######## count7_arb ########
**count7_arb: routing congestion**

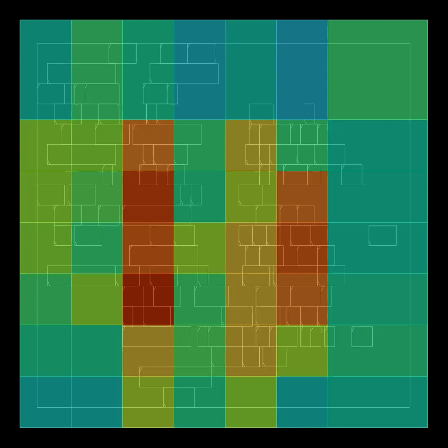

[src/rtl/count7_arb.sv]
// count7_arb: round-robin arbiter that shares one modulo-HOLD counter.
// A granted requester owns CNT for 0..HOLD-1, then the counter is re-arbitrated.
//
// Ports:
//   clk   - rising-edge clock
//   rst   - asynchronous active-low reset
//   req   - per-requester level request, held for the duration of a grant
//   gnt   - registered one-hot grant, zero when idle
//   CNT   - registered shared count, 0..HOLD-1
//   busy  - high while a grant is active (|gnt)
//   done  - single-cycle pulse when CNT == HOLD-1 under an active grant
module count7_arb #(
    parameter int NREQ = 3,
    parameter int HOLD = 7
) (
    input  logic            clk,
    input  logic            rst,
    input  logic [NREQ-1:0] req,
    output logic [NREQ-1:0] gnt,
    output logic [2:0]      CNT,
    output logic            busy,
    output logic            done
);

    localparam int PW = (NREQ > 1) ? $clog2(NREQ) : 1;
    localparam logic [2:0] LAST = 3'(HOLD - 1);
    localparam logic [PW-1:0] PTR_RST = PW'(NREQ - 1);

    typedef enum logic {
        IDLE,
        RUN
    } state_t;

    state_t state;
    state_t state_nxt;

    logic [PW-1:0]   ptr;
    logic [PW-1:0]   ptr_nxt;
    logic [PW-1:0]   pick;
    logic            found;
    logic [NREQ-1:0] gnt_nxt;
    logic [2:0]      cnt_nxt;
    logic            terminal;
    logic            held;
    logic            rearb;

    // Round-robin search: start just above the last winner and wrap,
    // so the previous holder is considered last.
    always_comb begin
        found = 1'b0;
        pick  = ptr;
        for (int i = 1; i <= NREQ; i++) begin
            if (!found && req[PW'((int'(ptr) + i) % NREQ)]) begin
                found = 1'b1;
                pick  = PW'((int'(ptr) + i) % NREQ);
            end
        end
    end

    assign terminal = (state == RUN) && (CNT == LAST);
    assign held     = |(req & gnt);

    // Terminal count wins over a simultaneous release so done still pulses.
    assign rearb = terminal || !held;

    always_comb begin
        state_nxt = state;
        gnt_nxt   = gnt;
        cnt_nxt   = CNT;
        ptr_nxt   = ptr;
        unique case (state)
            IDLE: begin
                gnt_nxt = '0;
                cnt_nxt = '0;
                if (found) begin
                    state_nxt     = RUN;
                    gnt_nxt[pick] = 1'b1;
                    ptr_nxt       = pick;
                end
            end
            RUN: begin
                if (rearb) begin
                    gnt_nxt = '0;
                    cnt_nxt = '0;
                    if (found) begin
                        gnt_nxt[pick] = 1'b1;
                        ptr_nxt       = pick;
                    end else begin
                        state_nxt = IDLE;
                    end
                end else begin
                    cnt_nxt = CNT + 3'd1;
                end
            end
            default: begin
                state_nxt = IDLE;
                gnt_nxt   = '0;
                cnt_nxt   = '0;
            end
        endcase
    end

    always_ff @(posedge clk or negedge rst) begin
        if (!rst) begin
            state <= IDLE;
            ptr   <= PTR_RST;
            gnt   <= '0;
            CNT   <= '0;
        end else begin
            state <= state_nxt;
            ptr   <= ptr_nxt;
            gnt   <= gnt_nxt;
            CNT   <= cnt_nxt;
        end
    end

    assign busy = |gnt;
    assign done = terminal;

endmodule

[config.mk]
export PLATFORM = sky130hd
export DESIGN_NAME = count7_arb
export DESIGN_NICKNAME = d
export VERILOG_FILES = /design/src/rtl/count7_arb.sv
export SDC_FILE = /design/constraint.sdc
export NUM_CORES = 1
export LEC_CHECK = 0
export ABC_CLOCK_PERIOD_IN_PS = 4600
export CAP_MARGIN = 25
export CORE_MARGIN = 2
export CORE_UTILIZATION = 30
export CTS_CLUSTER_SIZE = 14
export DETAILED_ROUTE_END_ITERATION = 16
export GPL_TIMING_DRIVEN = 0
export MAX_ROUTING_LAYER = met4
export PLACE_DENSITY = 0.47
export SETUP_SLACK_MARGIN = 0.2
export SLEW_MARGIN = 20
export SYNTH_ARGS = -nofsm -noshare
export SYNTH_HDL_FRONTEND = slang
export SYNTH_SLANG_ARGS = --single-unit
[constraint.sdc]
create_clock -name clk -period 4.6 [get_ports clk]
set_input_delay 0.69 -clock clk [delete_from_list [all_inputs] [get_ports clk]]
set_output_delay 0.69 -clock clk [all_outputs]
set_load 0.1 [all_outputs]
######## vend_controller ########
File: src/rtl/vend_controller.sv
// Multi-product vending controller: coin credit, selection, stock,
// vend and serial greedy 5/2/1 change return.
module vend_controller #(
    parameter int NUM_PRODUCTS = 4,
    parameter int ID_W = $clog2(NUM_PRODUCTS),
    parameter int CREDIT_W = 6,
    parameter int MAX_CREDIT = 40,
    parameter logic [NUM_PRODUCTS*CREDIT_W-1:0] PRICES =
        {6'd8, 6'd2, 6'd5, 6'd3},
    parameter int STOCK_W = 4,
    parameter int STOCK_INIT = 5
) (
    input  logic                clk,
    input  logic                rst_n,
    input  logic                coin_valid,
    input  logic [1:0]          coin,
    input  logic                sel_valid,
    input  logic [ID_W-1:0]     sel_id,
    input  logic                cancel,
    input  logic                restock_valid,
    input  logic [ID_W-1:0]     restock_id,
    output logic [CREDIT_W-1:0] credit,
    output logic                busy,
    output logic                product_valid,
    output logic [ID_W-1:0]     product_id,
    output logic                change_valid,
    output logic [1:0]          change_coin,
    output logic                done,
    output logic                coin_reject,
    output logic                sold_out
);

    localparam logic [2:0] S_IDLE    = 3'd0;
    localparam logic [2:0] S_COLLECT = 3'd1;
    localparam logic [2:0] S_VEND    = 3'd2;
    localparam logic [2:0] S_CHANGE  = 3'd3;
    localparam logic [2:0] S_DONE    = 3'd4;

    localparam logic [STOCK_W-1:0]  STOCK_MAX = '1;
    localparam logic [STOCK_W-1:0]  STOCK_RST = STOCK_W'(STOCK_INIT);
    localparam logic [CREDIT_W:0]   MAX_C     = (CREDIT_W+1)'(MAX_CREDIT);

    logic [2:0]          state, state_d;
    logic [CREDIT_W-1:0] credit_d;
    logic                pend, pend_d;
    logic [ID_W-1:0]     pid, pid_d;
    logic [STOCK_W-1:0]  stock   [NUM_PRODUCTS];
    logic [STOCK_W-1:0]  stock_d [NUM_PRODUCTS];

    logic                busy_d, pv_d, cv_d, done_d, rej_d, so_d;
    logic [ID_W-1:0]     pido_d;
    logic [1:0]          cc_d;

    logic [CREDIT_W-1:0] pend_price;
    logic [STOCK_W-1:0]  pend_stock, sel_stock;
    logic [CREDIT_W:0]   coin_val, coin_sum;
    logic                coin_ok, vend_ok;
    logic [CREDIT_W-1:0] chg_val;
    logic [1:0]          chg_code;

    // Table lookups, coin decode and greedy change coin choice
    always_comb begin
        pend_price = '0;
        pend_stock = '0;
        sel_stock  = '0;
        for (int i = 0; i < NUM_PRODUCTS; i++) begin
            if (pid == ID_W'(i)) begin
                pend_price = PRICES[i*CREDIT_W +: CREDIT_W];
                pend_stock = stock[i];
            end
            if (sel_id == ID_W'(i))
                sel_stock = stock[i];
        end
        case (coin)
            2'b01:   coin_val = (CREDIT_W+1)'(1);
            2'b10:   coin_val = (CREDIT_W+1)'(2);
            2'b11:   coin_val = (CREDIT_W+1)'(5);
            default: coin_val = '0;
        endcase
        coin_sum = {1'b0, credit} + coin_val;
        coin_ok  = (coin_val != '0) && (coin_sum <= MAX_C);
        vend_ok  = pend && (credit >= pend_price) && (pend_stock != '0);
        if (credit >= CREDIT_W'(5)) begin
            chg_val  = CREDIT_W'(5);
            chg_code = 2'b11;
        end else if (credit >= CREDIT_W'(2)) begin
            chg_val  = CREDIT_W'(2);
            chg_code = 2'b10;
        end else begin
            chg_val  = CREDIT_W'(1);
            chg_code = 2'b01;
        end
    end

    // Next-state, datapath and output pulse decisions
    always_comb begin
        state_d  = state;
        credit_d = credit;
        pend_d   = pend;
        pid_d    = pid;
        stock_d  = stock;
        pv_d     = 1'b0;
        pido_d   = '0;
        cv_d     = 1'b0;
        cc_d     = 2'b00;
        done_d   = 1'b0;
        rej_d    = 1'b0;
        so_d     = 1'b0;
        case (state)
            S_IDLE, S_COLLECT: begin
                if (cancel && state == S_COLLECT) begin
                    pend_d  = 1'b0;
                    rej_d   = coin_valid;
                    state_d = (credit != '0) ? S_CHANGE : S_DONE;
                end else if (state == S_COLLECT && vend_ok) begin
                    rej_d   = coin_valid;
                    state_d = S_VEND;
                end else begin
                    if (state == S_COLLECT && pend && pend_stock == '0) begin
                        pend_d = 1'b0;
                        so_d   = 1'b1;
                    end
                    if (coin_valid) begin
                        if (coin_ok) begin
                            credit_d = coin_sum[CREDIT_W-1:0];
                            state_d  = S_COLLECT;
                        end else begin
                            rej_d = 1'b1;
                        end
                    end
                    if (sel_valid) begin
                        if (sel_stock != '0) begin
                            pend_d  = 1'b1;
                            pid_d   = sel_id;
                            state_d = S_COLLECT;
                        end else begin
                            so_d = 1'b1;
                        end
                    end
                end
            end
            S_VEND: begin
                pv_d     = 1'b1;
                pido_d   = pid;
                rej_d    = coin_valid;
                pend_d   = 1'b0;
                credit_d = credit - pend_price;
                for (int i = 0; i < NUM_PRODUCTS; i++)
                    if (pid == ID_W'(i))
                        stock_d[i] = stock[i] - 1'b1;
                state_d = (credit_d != '0) ? S_CHANGE : S_DONE;
            end
            S_CHANGE: begin
                cv_d     = 1'b1;
                cc_d     = chg_code;
                rej_d    = coin_valid;
                credit_d = credit - chg_val;
                if (credit_d == '0)
                    state_d = S_DONE;
            end
            S_DONE: begin
                done_d  = 1'b1;
                rej_d   = coin_valid;
                state_d = S_IDLE;
            end
            default: state_d = S_IDLE;
        endcase
        // a refill overrides any decrement to the same product
        for (int i = 0; i < NUM_PRODUCTS; i++)
            if (restock_valid && restock_id == ID_W'(i))
                stock_d[i] = STOCK_MAX;
        busy_d = (state_d == S_VEND) || (state_d == S_CHANGE) ||
                 (state_d == S_DONE);
    end

    // State, credit, stock and registered outputs
    always_ff @(posedge clk or negedge rst_n) begin
        if (!rst_n) begin
            state         <= S_IDLE;
            credit        <= '0;
            pend          <= 1'b0;
            pid           <= '0;
            for (int i = 0; i < NUM_PRODUCTS; i++)
                stock[i] <= STOCK_RST;
            busy          <= 1'b0;
            product_valid <= 1'b0;
            product_id    <= '0;
            change_valid  <= 1'b0;
            change_coin   <= 2'b00;
            done          <= 1'b0;
            coin_reject   <= 1'b0;
            sold_out      <= 1'b0;
        end else begin
            state         <= state_d;
            credit        <= credit_d;
            pend          <= pend_d;
            pid           <= pid_d;
            for (int i = 0; i < NUM_PRODUCTS; i++)
                stock[i] <= stock_d[i];
            busy          <= busy_d;
            product_valid <= pv_d;
            product_id    <= pido_d;
            change_valid  <= cv_d;
            change_coin   <= cc_d;
            done          <= done_d;
            coin_reject   <= rej_d;
            sold_out      <= so_d;
        end
    end

endmodule

File: config.mk
export PLATFORM = sky130hd
export DESIGN_NAME = vend_controller
export DESIGN_NICKNAME = d
export VERILOG_FILES = /design/src/rtl/vend_controller.sv
export SDC_FILE = /design/constraint.sdc
export NUM_CORES = 1
export LEC_CHECK = 0
export CAP_MARGIN = 25
export CORE_ASPECT_RATIO = 0.75
export CORE_MARGIN = 4
export CORE_UTILIZATION = 57
export CTS_CLUSTER_DIAMETER = 100
export DETAILED_ROUTE_END_ITERATION = 7
export PLACE_DENSITY = 0.88
export SLEW_MARGIN = 20
export SYNTH_ARGS = -nofsm -noshare
export SYNTH_HDL_FRONTEND = slang
export SYNTH_SLANG_ARGS = --single-unit
export TNS_END_PERCENT = 10
File: constraint.sdc
create_clock -name clk -period 3.3 [get_ports clk]
set_clock_uncertainty 0.15 [all_clocks]
set_input_delay 0.66 -clock clk [delete_from_list [all_inputs] [get_ports clk]]
set_output_delay 0.66 -clock clk [all_outputs]
set_load 0.02 [all_outputs]
######## icache_direct_mapped ########
<file path="config.mk">
export PLATFORM = sky130hd
export DESIGN_NAME = icache_direct_mapped
export DESIGN_NICKNAME = d
export VERILOG_FILES = /design/src/rtl/icache_direct_mapped.sv
export SDC_FILE = /design/constraint.sdc
export NUM_CORES = 1
export LEC_CHECK = 0
export CORE_AREA = 3 3 299 301
export CTS_CLUSTER_DIAMETER = 150
export DETAILED_ROUTE_END_ITERATION = 7
export DIE_AREA = 0 0 302 304
export HOLD_SLACK_MARGIN = 0.06
export MAX_ROUTING_LAYER = met4
export PLACE_DENSITY = 0.79
export SETUP_SLACK_MARGIN = 0.5
export SKIP_CTS_REPAIR_TIMING = 1
export SYNTH_ARGS = -nofsm -noshare
export SYNTH_HDL_FRONTEND = slang
export SYNTH_SLANG_ARGS = --single-unit
</file>
<file path="constraint.sdc">
create_clock -name clock -period 16.2 [get_ports clock]
set_clock_uncertainty 0.05 [all_clocks]
set_input_delay 1.62 -clock clock [delete_from_list [all_inputs] [get_ports clock]]
set_output_delay 1.62 -clock clock [all_outputs]
set_load 0.02 [all_outputs]
</file>
<file path="src/rtl/icache_direct_mapped.sv">
// icache_direct_mapped: direct-mapped read-only instruction cache with 16-byte lines, miss fill FSM and hit/miss counters
module icache_direct_mapped #(
  parameter int INDEX_BITS = 3
) (
  input  logic          clock,
  input  logic          reset,
  input  logic          read,
  input  logic [31:0]   address,
  output logic [31:0]   readdata,
  output logic          busywait,
  output logic          mem_read,
  output logic [27:0]   mem_address,
  input  logic [127:0]  mem_readdata,
  input  logic          mem_busywait,
  output logic [31:0]   hit_count,
  output logic [31:0]   miss_count
);
  localparam int TW = 28 - INDEX_BITS;
  localparam int LINES = 1 << INDEX_BITS;
  typedef enum logic [1:0] {IDLE, MEM_READ, UPDATE} state_t;
  state_t state_q, state_d;
  logic [LINES-1:0] valid_q;
  logic [TW-1:0] tag_q [LINES];
  logic [127:0] data_q [LINES];
  logic [27:0] miss_q, miss_d;
  logic [31:0] hit_count_q, hit_count_d, miss_count_q, miss_count_d;
  logic [INDEX_BITS-1:0] idx, fill_idx;
  logic [TW-1:0] tag;
  logic [127:0] line;
  logic hit, fill, unused_ok;
  assign idx = address[3+INDEX_BITS:4];
  assign tag = address[31:4+INDEX_BITS];
  assign line = data_q[idx];
  assign hit = valid_q[idx] && tag_q[idx] == tag;
  assign fill_idx = miss_q[INDEX_BITS-1:0];
  assign fill = state_q == MEM_READ && !mem_busywait;
  assign unused_ok = ^address[1:0];
  assign mem_address = miss_q;
  assign hit_count = hit_count_q;
  assign miss_count = miss_count_q;
  always_comb begin
    state_d = state_q;
    miss_d = miss_q;
    hit_count_d = hit_count_q;
    miss_count_d = miss_count_q;
    readdata = 32'h0;
    busywait = 1'b0;
    mem_read = 1'b0;
    case (state_q)
      IDLE: begin
        readdata = read && hit ? line[{address[3:2], 5'b0} +: 32] : 32'h0;
        busywait = read && !hit;
        hit_count_d = read && hit ? hit_count_q + 32'd1 : hit_count_q;
        if (read && !hit) begin
          miss_d = address[31:4];
          miss_count_d = miss_count_q + 32'd1;
          state_d = MEM_READ;
        end
      end
      MEM_READ: begin
        mem_read = 1'b1;
        busywait = 1'b1;
        state_d = mem_busywait ? MEM_READ : UPDATE;
      end
      default: begin
        busywait = 1'b1;
        state_d = IDLE;
      end
    endcase
  end
  always_ff @(posedge clock) begin
    if (reset) begin
      state_q <= IDLE;
      valid_q <= '0;
      miss_q <= 28'h0;
      hit_count_q <= 32'h0;
      miss_count_q <= 32'h0;
    end else begin
      state_q <= state_d;
      miss_q <= miss_d;
      hit_count_q <= hit_count_d;
      miss_count_q <= miss_count_d;
      if (fill) valid_q[fill_idx] <= 1'b1;
    end
  end
  // Line payload needs no reset: valid gates every use of it
  always_ff @(posedge clock) begin
    if (!reset && fill) begin
      data_q[fill_idx] <= mem_readdata;
      tag_q[fill_idx] <= miss_q[27:INDEX_BITS];
    end
  end
endmodule

</file>
**vend_controller: wiring by layer**

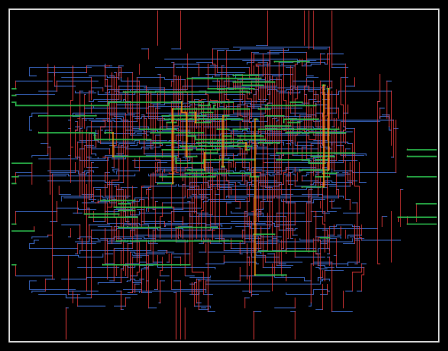
legend:
  orange:
    layer: M4
    wire_length: 117 um
  red:
    layer: M2
    wire_length: 2,840 um
  blue:
    layer: M1
    wire_length: 2,870 um
  green:
    layer: M3
    wire_length: 646 um

==> impl_metrics.toml, vend_controller <==
# synthesis and place-and-route metrics
[outcome]
status = "finished clean"

[final_layout]
area_growth_pct = 18.59
nets = 355
nClkBuffers = 7
seq_area_frac = 0.3119
reg.largest.list = "stock x16, credit x6, state x3"
final-clk-cell-share = 0.02965
drive_above_1_share = 0.1376

[critical_path]
rrSetupSlack_ps = 280
r2r_cells = 9
cp.buffers_inverters = 3
worstPathRequired_ps = 3320

[yosys]
simple_gate_share = 0.2471
synth_flop_count = 38

[clock_tree]
cts_setup_buffers = 0

[floorplan]
ioPinCount = 28
n_tap_cell = 55

[hold_path]
hp-class = "input pin to asynchronous set/reset pin"

[drt]
dr_wl_met2_um = 2835
route.detailed.drc = 0

[final_timing]
holdWs_ps = 300.3
min_period_ps = 3209
## vend_controller: cell usage after synthesis (8+ instances only)
cell / instances / area (um^2)
a21oi_1: 11 / 55.05
dfrtp_1: 30 / 750.7
dfstp_2: 8 / 210.2
ha_1: 14 / 175.2
inv_1: 16 / 60.06
nand2_1: 36 / 135.1
nand3_1: 16 / 80.08
nor2_1: 13 / 48.80
nor3_1: 11 / 55.05
nor4_1: 8 / 50.05
o21ai_0: 16 / 80.08
xnor2_1: 8 / 70.07
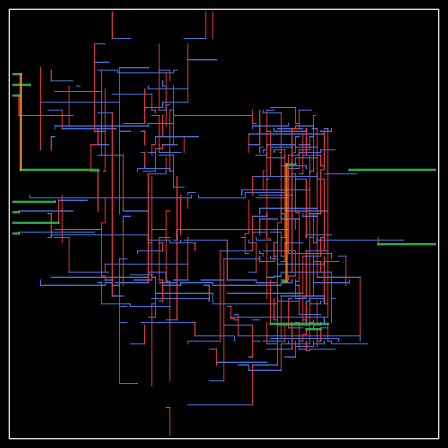
**Above:** count7_arb (wiring by layer).
legend:
  blue:
    layer: M1
    wire_length: 794 um
  green:
    layer: M3
    wire_length: 54.8 um
  orange:
    layer: M4
    wire_length: 27.2 um
  red:
    layer: M2
    wire_length: 815 um

Notes on 'routing congestion' of count7_arb above:
met3 usage: 0.02732
Most Crowded Layer GR: met2
met2 Usage GRT: 0.2262
total track usage: 0.1426

==> impl_metrics.toml, count7_arb <==
# synthesis and place-and-route metrics
[final_timing]
setup_violations = 0
fmax_mhz = 350.0
slew_violations = 0

[final_layout]
final-clk-cell-share = 0.02800
antennaDiodeCount = 0
comb_area_um2 = 473.0

[outcome]
status = "finished clean"

[global_routing]
grt_pass1_wl_um = 2918

[clock_tree]
ctsResizeCount = 0

[yosys]
yosysTopAreaCellShare = 0.2585
synth_flop_count = 9
adder_share = 0.07916

[hold_path]
min_path_cells = 1

[run]
warnings = 28

[floorplan]
dieWidth_um = 54.81
die_h_um = 54.81
chipArea_um2 = 3004

[placement]
port_buffers = 10

[critical_path]
path_depth = 4
cp-end-kind = "output port"

[drt]
dr.pass1.iters = 4
-- count7_arb: logic make-up after synthesis --
family | after synthesis
AND/OR/NAND/NOR | 34
AND-OR/OR-AND | 24
buffers and inverters | 11
flip-flops | 9
adder cells (fa/ha/maj) | 5
multiplexers | 2
XOR/XNOR | 1
-- count7_arb: state kept, by name (all words and copies together), names as in the netlist --
name,count
CNT,3
gnt,3
ptr,2
state,1
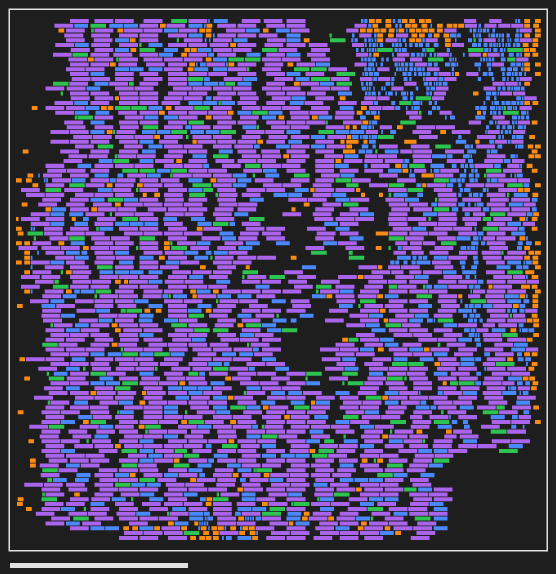
**Above:** icache_direct_mapped (cell classes on the final placement).
Scale bar: 100 um.
legend:
  blue:
    class: remaining logic cells
    cells: 925
    share_of_their_area: 21%
  purple:
    class: sequential cells
    cells: 1,326
    share_of_their_area: 67%
  orange:
    class: remaining buffers and delay cells
    cells: 322
    share_of_their_area: 5.5%
  green:
    class: clock drivers and dummy loads
    cells: 239
    share_of_their_area: 7.2%
Core Box Area: 86,890 um^2
# rows: 108
Seq area share: 0.6496

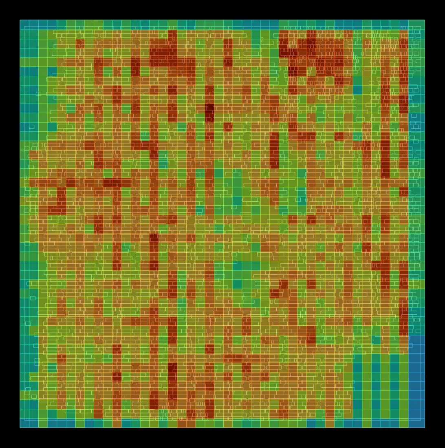
**Above:** icache_direct_mapped (routing congestion).
met2 Usage GRT: 0.4064
Most Crowded Layer GR: met2

==> impl_metrics.toml, icache_direct_mapped <==
# synthesis and place-and-route metrics
[critical_path]
critPathKind = "input pin to output port"
r2r_end = "data_q[2][19]$_DFFE_PP_"
cp.buffers_inverters = 5
reg2reg_from = "state_q[0]$_SDFFE_PP0P_"
rrSetupSlack_ps = 11620

[final_layout]
fin_util = 0.6874
regMostFlops = "data_q"

[yosys]
compound_area_frac = 0.01531
syn-cell-area_um2 = 51230
simple_gate_share = 0.02848
adder_share = 0.0004885
xor_area_frac = 0.006326
ys_types = 56
top_cells_by_count = "edfxtp_1 (1,224), mux4_2 (366), dfxtp_1 (102)"

[final_timing]
fmax_mhz = 113.2
rsz0062_at_grt = "no"
tightest_slew_ps = 1189
holdWs_ps = 400.8
slew_violations = 0

[drt]
ant_nets = 0

[clock_tree]
clkTransAtPathRegs_ps = 60

[floorplan]
ioPinCount = 290
die_h_um = 304

[outcome]
status = "finished clean"
## icache_direct_mapped: final cells by class
cell class	instances	area [um^2]
Fill cell	5149	27160
Antenna cell	29	72.57
Timing Repair Buffer	322	3199
Inverter	17	63.81
Sequential cell	1326	38800
Clock buffer	165	3593
Tap cell	1155	1445
Clock inverter	74	614.3
Multi-Input combinational cell	908	11940
## icache_direct_mapped: layer usage
layer / vias to the layer above / routed length (um) / GRT usage
met2: 1056 / 56410 / 0.4064
met3: 169 / 8839 / 0.05672
li1: 10690 / - / -
met5: - / 0 / -
met4: 0 / 2481 / 0.07347
met1: 13310 / 44290 / 0.3447

######## led_cmd_sequencer ########
<file path="src/rtl/led_pkg.sv">
// LED command sequencer shared definitions.
// Command encodings, FSM states and tick-count defaults.
package led_pkg;

    localparam logic [1:0] LED_CMD_OFF  = 2'b00;
    localparam logic [1:0] LED_CMD_ON   = 2'b01;
    localparam logic [1:0] LED_CMD_SLOW = 2'b10;
    localparam logic [1:0] LED_CMD_FAST = 2'b11;

    typedef enum logic [1:0] {
        ST_IDLE   = 2'd0,
        ST_OFF_PH = 2'd1,
        ST_ON_PH  = 2'd2
    } led_state_e;

    localparam int DEF_CLKS_PER_TICK  = 1200000;
    localparam int DEF_SLOW_OFF_TICKS = 5;
    localparam int DEF_SLOW_ON_TICKS  = 10;
    localparam int DEF_SLOW_REPS      = 3;
    localparam int DEF_FAST_TICKS     = 2;
    localparam int DEF_FAST_REPS      = 5;

endpackage

</file>
<file path="src/rtl/tick_gen.sv">
// Prescaler producing a one-cycle tick every CLKS_PER_TICK clocks.
// A synchronous clear restarts the count from zero.
module tick_gen #(
    parameter int CLKS_PER_TICK = 1200000
) (
    input  logic hwclk,
    input  logic rst,
    input  logic clr,
    output logic tick
);

    localparam int W = (CLKS_PER_TICK > 1) ? $clog2(CLKS_PER_TICK) : 1;
    localparam logic [W-1:0] LAST = W'(CLKS_PER_TICK - 1);

    logic [W-1:0] cnt_q;

    assign tick = (cnt_q == LAST);

    // Free-running count, wrapped on tick, restarted on clear
    always_ff @(posedge hwclk or posedge rst) begin
        if (rst) begin
            cnt_q <= '0;
        end else if (clr || tick) begin
            cnt_q <= '0;
        end else begin
            cnt_q <= cnt_q + W'(1);
        end
    end

endmodule

</file>
<file path="src/rtl/led_cmd_sequencer.sv">
// LED command sequencer: static on/off and timed blink patterns.
// Blink phases are counted in prescaled ticks; abort cancels a blink.
module led_cmd_sequencer
    import led_pkg::*;
#(
    parameter int CLKS_PER_TICK  = DEF_CLKS_PER_TICK,
    parameter int SLOW_OFF_TICKS = DEF_SLOW_OFF_TICKS,
    parameter int SLOW_ON_TICKS  = DEF_SLOW_ON_TICKS,
    parameter int SLOW_REPS      = DEF_SLOW_REPS,
    parameter int FAST_TICKS     = DEF_FAST_TICKS,
    parameter int FAST_REPS      = DEF_FAST_REPS
) (
    input  logic       hwclk,
    input  logic       rst,
    input  logic       cmd_valid,
    input  logic [1:0] cmd,
    output logic       cmd_ready,
    input  logic       abort,
    output logic       led_on,
    output logic       busy,
    output logic       done
);

    localparam logic [3:0] SLOW_OFF_LAST = 4'(SLOW_OFF_TICKS - 1);
    localparam logic [3:0] SLOW_ON_LAST  = 4'(SLOW_ON_TICKS - 1);
    localparam logic [3:0] FAST_LAST     = 4'(FAST_TICKS - 1);
    localparam logic [2:0] SLOW_REPS_INIT = 3'(SLOW_REPS);
    localparam logic [2:0] FAST_REPS_INIT = 3'(FAST_REPS);

    led_state_e state_q, state_d;
    logic       led_d, busy_d, done_d;
    logic       fast_q, fast_d;
    logic [3:0] ticks_q, ticks_d, phase_last;
    logic [2:0] reps_q, reps_d;
    logic       tick, tick_clr, phase_end;

    tick_gen #(
        .CLKS_PER_TICK(CLKS_PER_TICK)
    ) u_tick (
        .hwclk(hwclk),
        .rst  (rst),
        .clr  (tick_clr),
        .tick (tick)
    );

    assign cmd_ready = (state_q == ST_IDLE);
    assign phase_end = tick && (ticks_q == phase_last);

    // Last tick index of the current phase, by blink speed and phase
    always_comb begin
        phase_last = SLOW_OFF_LAST;
        if (fast_q) begin
            phase_last = FAST_LAST;
        end else if (state_q == ST_ON_PH) begin
            phase_last = SLOW_ON_LAST;
        end
    end

    // Next-state, counter and registered-output decisions
    always_comb begin
        state_d  = state_q;
        led_d    = led_on;
        busy_d   = busy;
        done_d   = 1'b0;
        fast_d   = fast_q;
        reps_d   = reps_q;
        ticks_d  = ticks_q;
        tick_clr = 1'b0;
        unique case (state_q)
            ST_IDLE: begin
                tick_clr = 1'b1;
                ticks_d  = '0;
                if (cmd_valid) begin
                    unique case (cmd)
                        LED_CMD_OFF: begin
                            led_d  = 1'b0;
                            done_d = 1'b1;
                        end
                        LED_CMD_ON: begin
                            led_d  = 1'b1;
                            done_d = 1'b1;
                        end
                        default: begin
                            state_d = ST_OFF_PH;
                            led_d   = 1'b0;
                            busy_d  = 1'b1;
                            fast_d  = (cmd == LED_CMD_FAST);
                            reps_d  = (cmd == LED_CMD_FAST) ?
                                      FAST_REPS_INIT : SLOW_REPS_INIT;
                        end
                    endcase
                end
            end
            ST_OFF_PH: begin
                if (abort) begin
                    state_d  = ST_IDLE;
                    led_d    = 1'b0;
                    busy_d   = 1'b0;
                    reps_d   = '0;
                    ticks_d  = '0;
                    tick_clr = 1'b1;
                end else if (phase_end) begin
                    state_d  = ST_ON_PH;
                    led_d    = 1'b1;
                    ticks_d  = '0;
                    tick_clr = 1'b1;
                end else if (tick) begin
                    ticks_d = ticks_q + 4'd1;
                end
            end
            ST_ON_PH: begin
                if (abort) begin
                    state_d  = ST_IDLE;
                    led_d    = 1'b0;
                    busy_d   = 1'b0;
                    reps_d   = '0;
                    ticks_d  = '0;
                    tick_clr = 1'b1;
                end else if (phase_end) begin
                    ticks_d  = '0;
                    tick_clr = 1'b1;
                    led_d    = 1'b0;
                    if (reps_q > 3'd1) begin
                        reps_d  = reps_q - 3'd1;
                        state_d = ST_OFF_PH;
                    end else begin
                        reps_d  = '0;
                        state_d = ST_IDLE;
                        busy_d  = 1'b0;
                        done_d  = 1'b1;
                    end
                end else if (tick) begin
                    ticks_d = ticks_q + 4'd1;
                end
            end
            default: begin
                state_d  = ST_IDLE;
                led_d    = 1'b0;
                busy_d   = 1'b0;
                reps_d   = '0;
                ticks_d  = '0;
                tick_clr = 1'b1;
            end
        endcase
    end

    // State, counters and registered outputs
    always_ff @(posedge hwclk or posedge rst) begin
        if (rst) begin
            state_q <= ST_IDLE;
            led_on  <= 1'b0;
            busy    <= 1'b0;
            done    <= 1'b0;
            fast_q  <= 1'b0;
            reps_q  <= '0;
            ticks_q <= '0;
        end else begin
            state_q <= state_d;
            led_on  <= led_d;
            busy    <= busy_d;
            done    <= done_d;
            fast_q  <= fast_d;
            reps_q  <= reps_d;
            ticks_q <= ticks_d;
        end
    end

endmodule
</file>
<file path="config.mk">
export PLATFORM = sky130hd
export DESIGN_NAME = led_cmd_sequencer
export DESIGN_NICKNAME = d
export VERILOG_FILES = /design/src/rtl/led_pkg.sv /design/src/rtl/tick_gen.sv /design/src/rtl/led_cmd_sequencer.sv
export SDC_FILE = /design/constraint.sdc
export NUM_CORES = 1
export LEC_CHECK = 0
export CORE_MARGIN = 3
export CORE_UTILIZATION = 59
export DETAILED_ROUTE_END_ITERATION = 10
export MAX_ROUTING_LAYER = met4
export PLACE_DENSITY = 0.79
export SLEW_MARGIN = 40
export SYNTH_ARGS = -nofsm -noshare
export SYNTH_HDL_FRONTEND = slang
export SYNTH_SLANG_ARGS = --single-unit
</file>
<file path="constraint.sdc">
create_clock -name hwclk -period 2.6 [get_ports hwclk]
set_clock_uncertainty 0.05 [all_clocks]
set_input_delay 0.52 -clock hwclk [delete_from_list [all_inputs] [get_ports hwclk]]
set_output_delay 0.52 -clock hwclk [all_outputs]
set_load 0.02 [all_outputs]
</file>
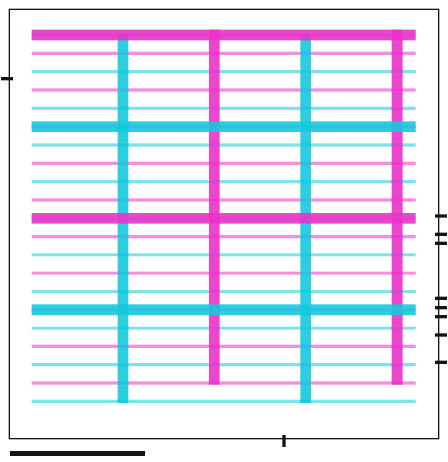
**Above:** led_cmd_sequencer (power grid).
Scale bar: 20 um. Pins as bars on the die edge.
legend:
  magenta:
    net: VDD
  cyan:
    net: VSS
met4 straps: 4
met5 straps: 4
signal pins: 10
met1 rails: 21
die height: 63.57 um
Core Box Area: 3103 um^2
width of the chip: 63.57 um
Max IR drop VDD: 0.4173 mV

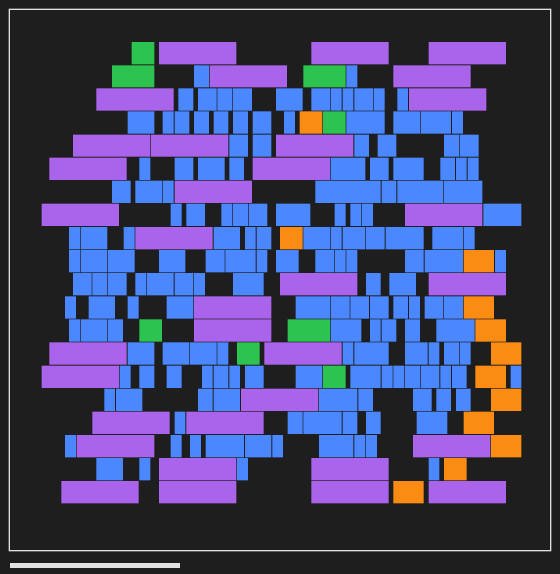
**Above:** led_cmd_sequencer (cell classes on the final placement).
Scale bar: 20 um.
legend:
  purple:
    class: sequential cells
    cells: 34
    share_of_their_area: 40%
  blue:
    class: remaining logic cells
    cells: 169
    share_of_their_area: 51%
  orange:
    class: remaining buffers and delay cells
    cells: 12
    share_of_their_area: 5.3%
  green:
    class: clock drivers and dummy loads
    cells: 8
    share_of_their_area: 3.7%

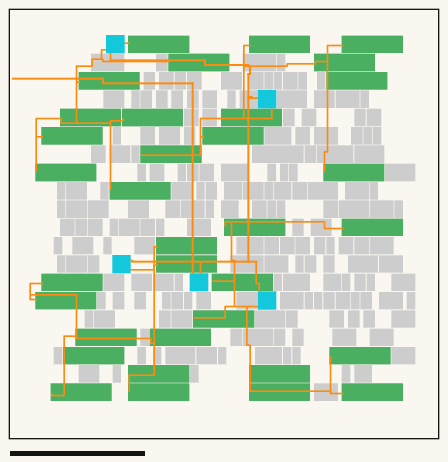
**Above:** led_cmd_sequencer (clock wires, drivers and flops).
Scale bar: 20 um.
legend:
  cyan:
    item: clock-net drivers
    count: 5
  green:
    item: flip-flops
    count: 34
  orange:
    item: clock wires
    length: 436 um
flops lie: spread over the die

==> impl_metrics.toml <==
# synthesis and place-and-route metrics
[outcome]
status = "finished clean"

[final_layout]
regMostFlops = "u_tick.cnt_q"
nonClkBufAreaFrac = 0.05184
seq_area_frac = 0.3917
regArea_um2 = 850.8
nets = 237
fin_util = 0.7000

[drt]
wl_per_cell_um = 13.53

[power]
maxPowerGroup = "combinational logic"

[clock_tree]
cts_buffer_depth = 2
clock-sinks = 34

[placement]
hpwlAfterDp_um = 2646
pre_cts_slack_ps = 246.1

[critical_path]
cpMaxStageDelayCell = "clkdlybuf4s50_1"

[global_routing]
grt_pass1_wl_um = 6368

[final_timing]
fin_ws_ps = 139.2

[yosys]
ys_types = 38
==> worst paths after layout <==
path | endpoint | cells after the start
max reg2reg | state_q[0]$_DFFE_PP0P_ | 5
min in group asynchronous | done$_DFF_PP0_ | 3
min reg2reg | u_tick.cnt_q[0]$_DFF_PP0_ | 1
max in group asynchronous | u_tick.cnt_q[18]$_DFF_PP0_ | 3
max | cmd_ready | 3
min | u_tick.cnt_q[0]$_DFF_PP0_ | 1
==> routing by layer <==
layer	routed length, um	vias up	track usage
li1	-	752	-
met1	1601	736	0.2379
met2	1794	28	0.3416
met3	159	5	0.05704
met4	57	0	0.08895
met5	0	-	-


==> gallery <==
Clock wires, drivers and flops.
panel A
Scale bar: 100 um.
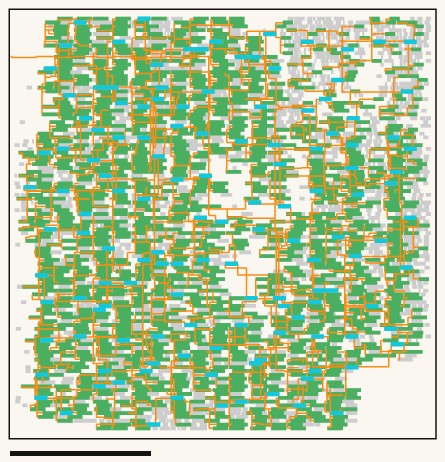
panel B
Scale bar: 20 um.
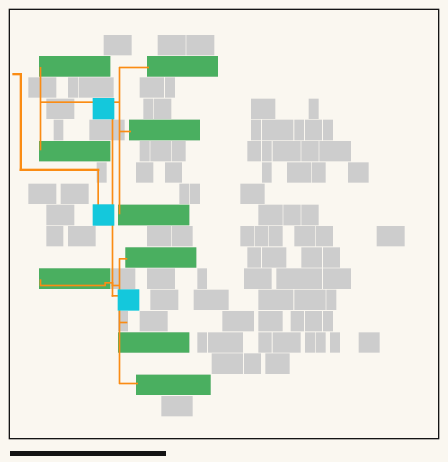
panel C
Scale bar: 20 um.
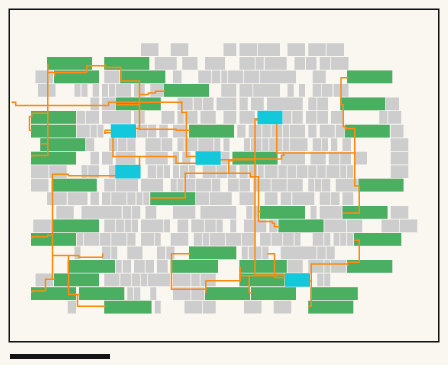
count7_arb: panel B
icache_direct_mapped: panel A
vend_controller: panel C
Of these, most sequential cells: panel A

Power is estimated from default activity; no workload was simulated.
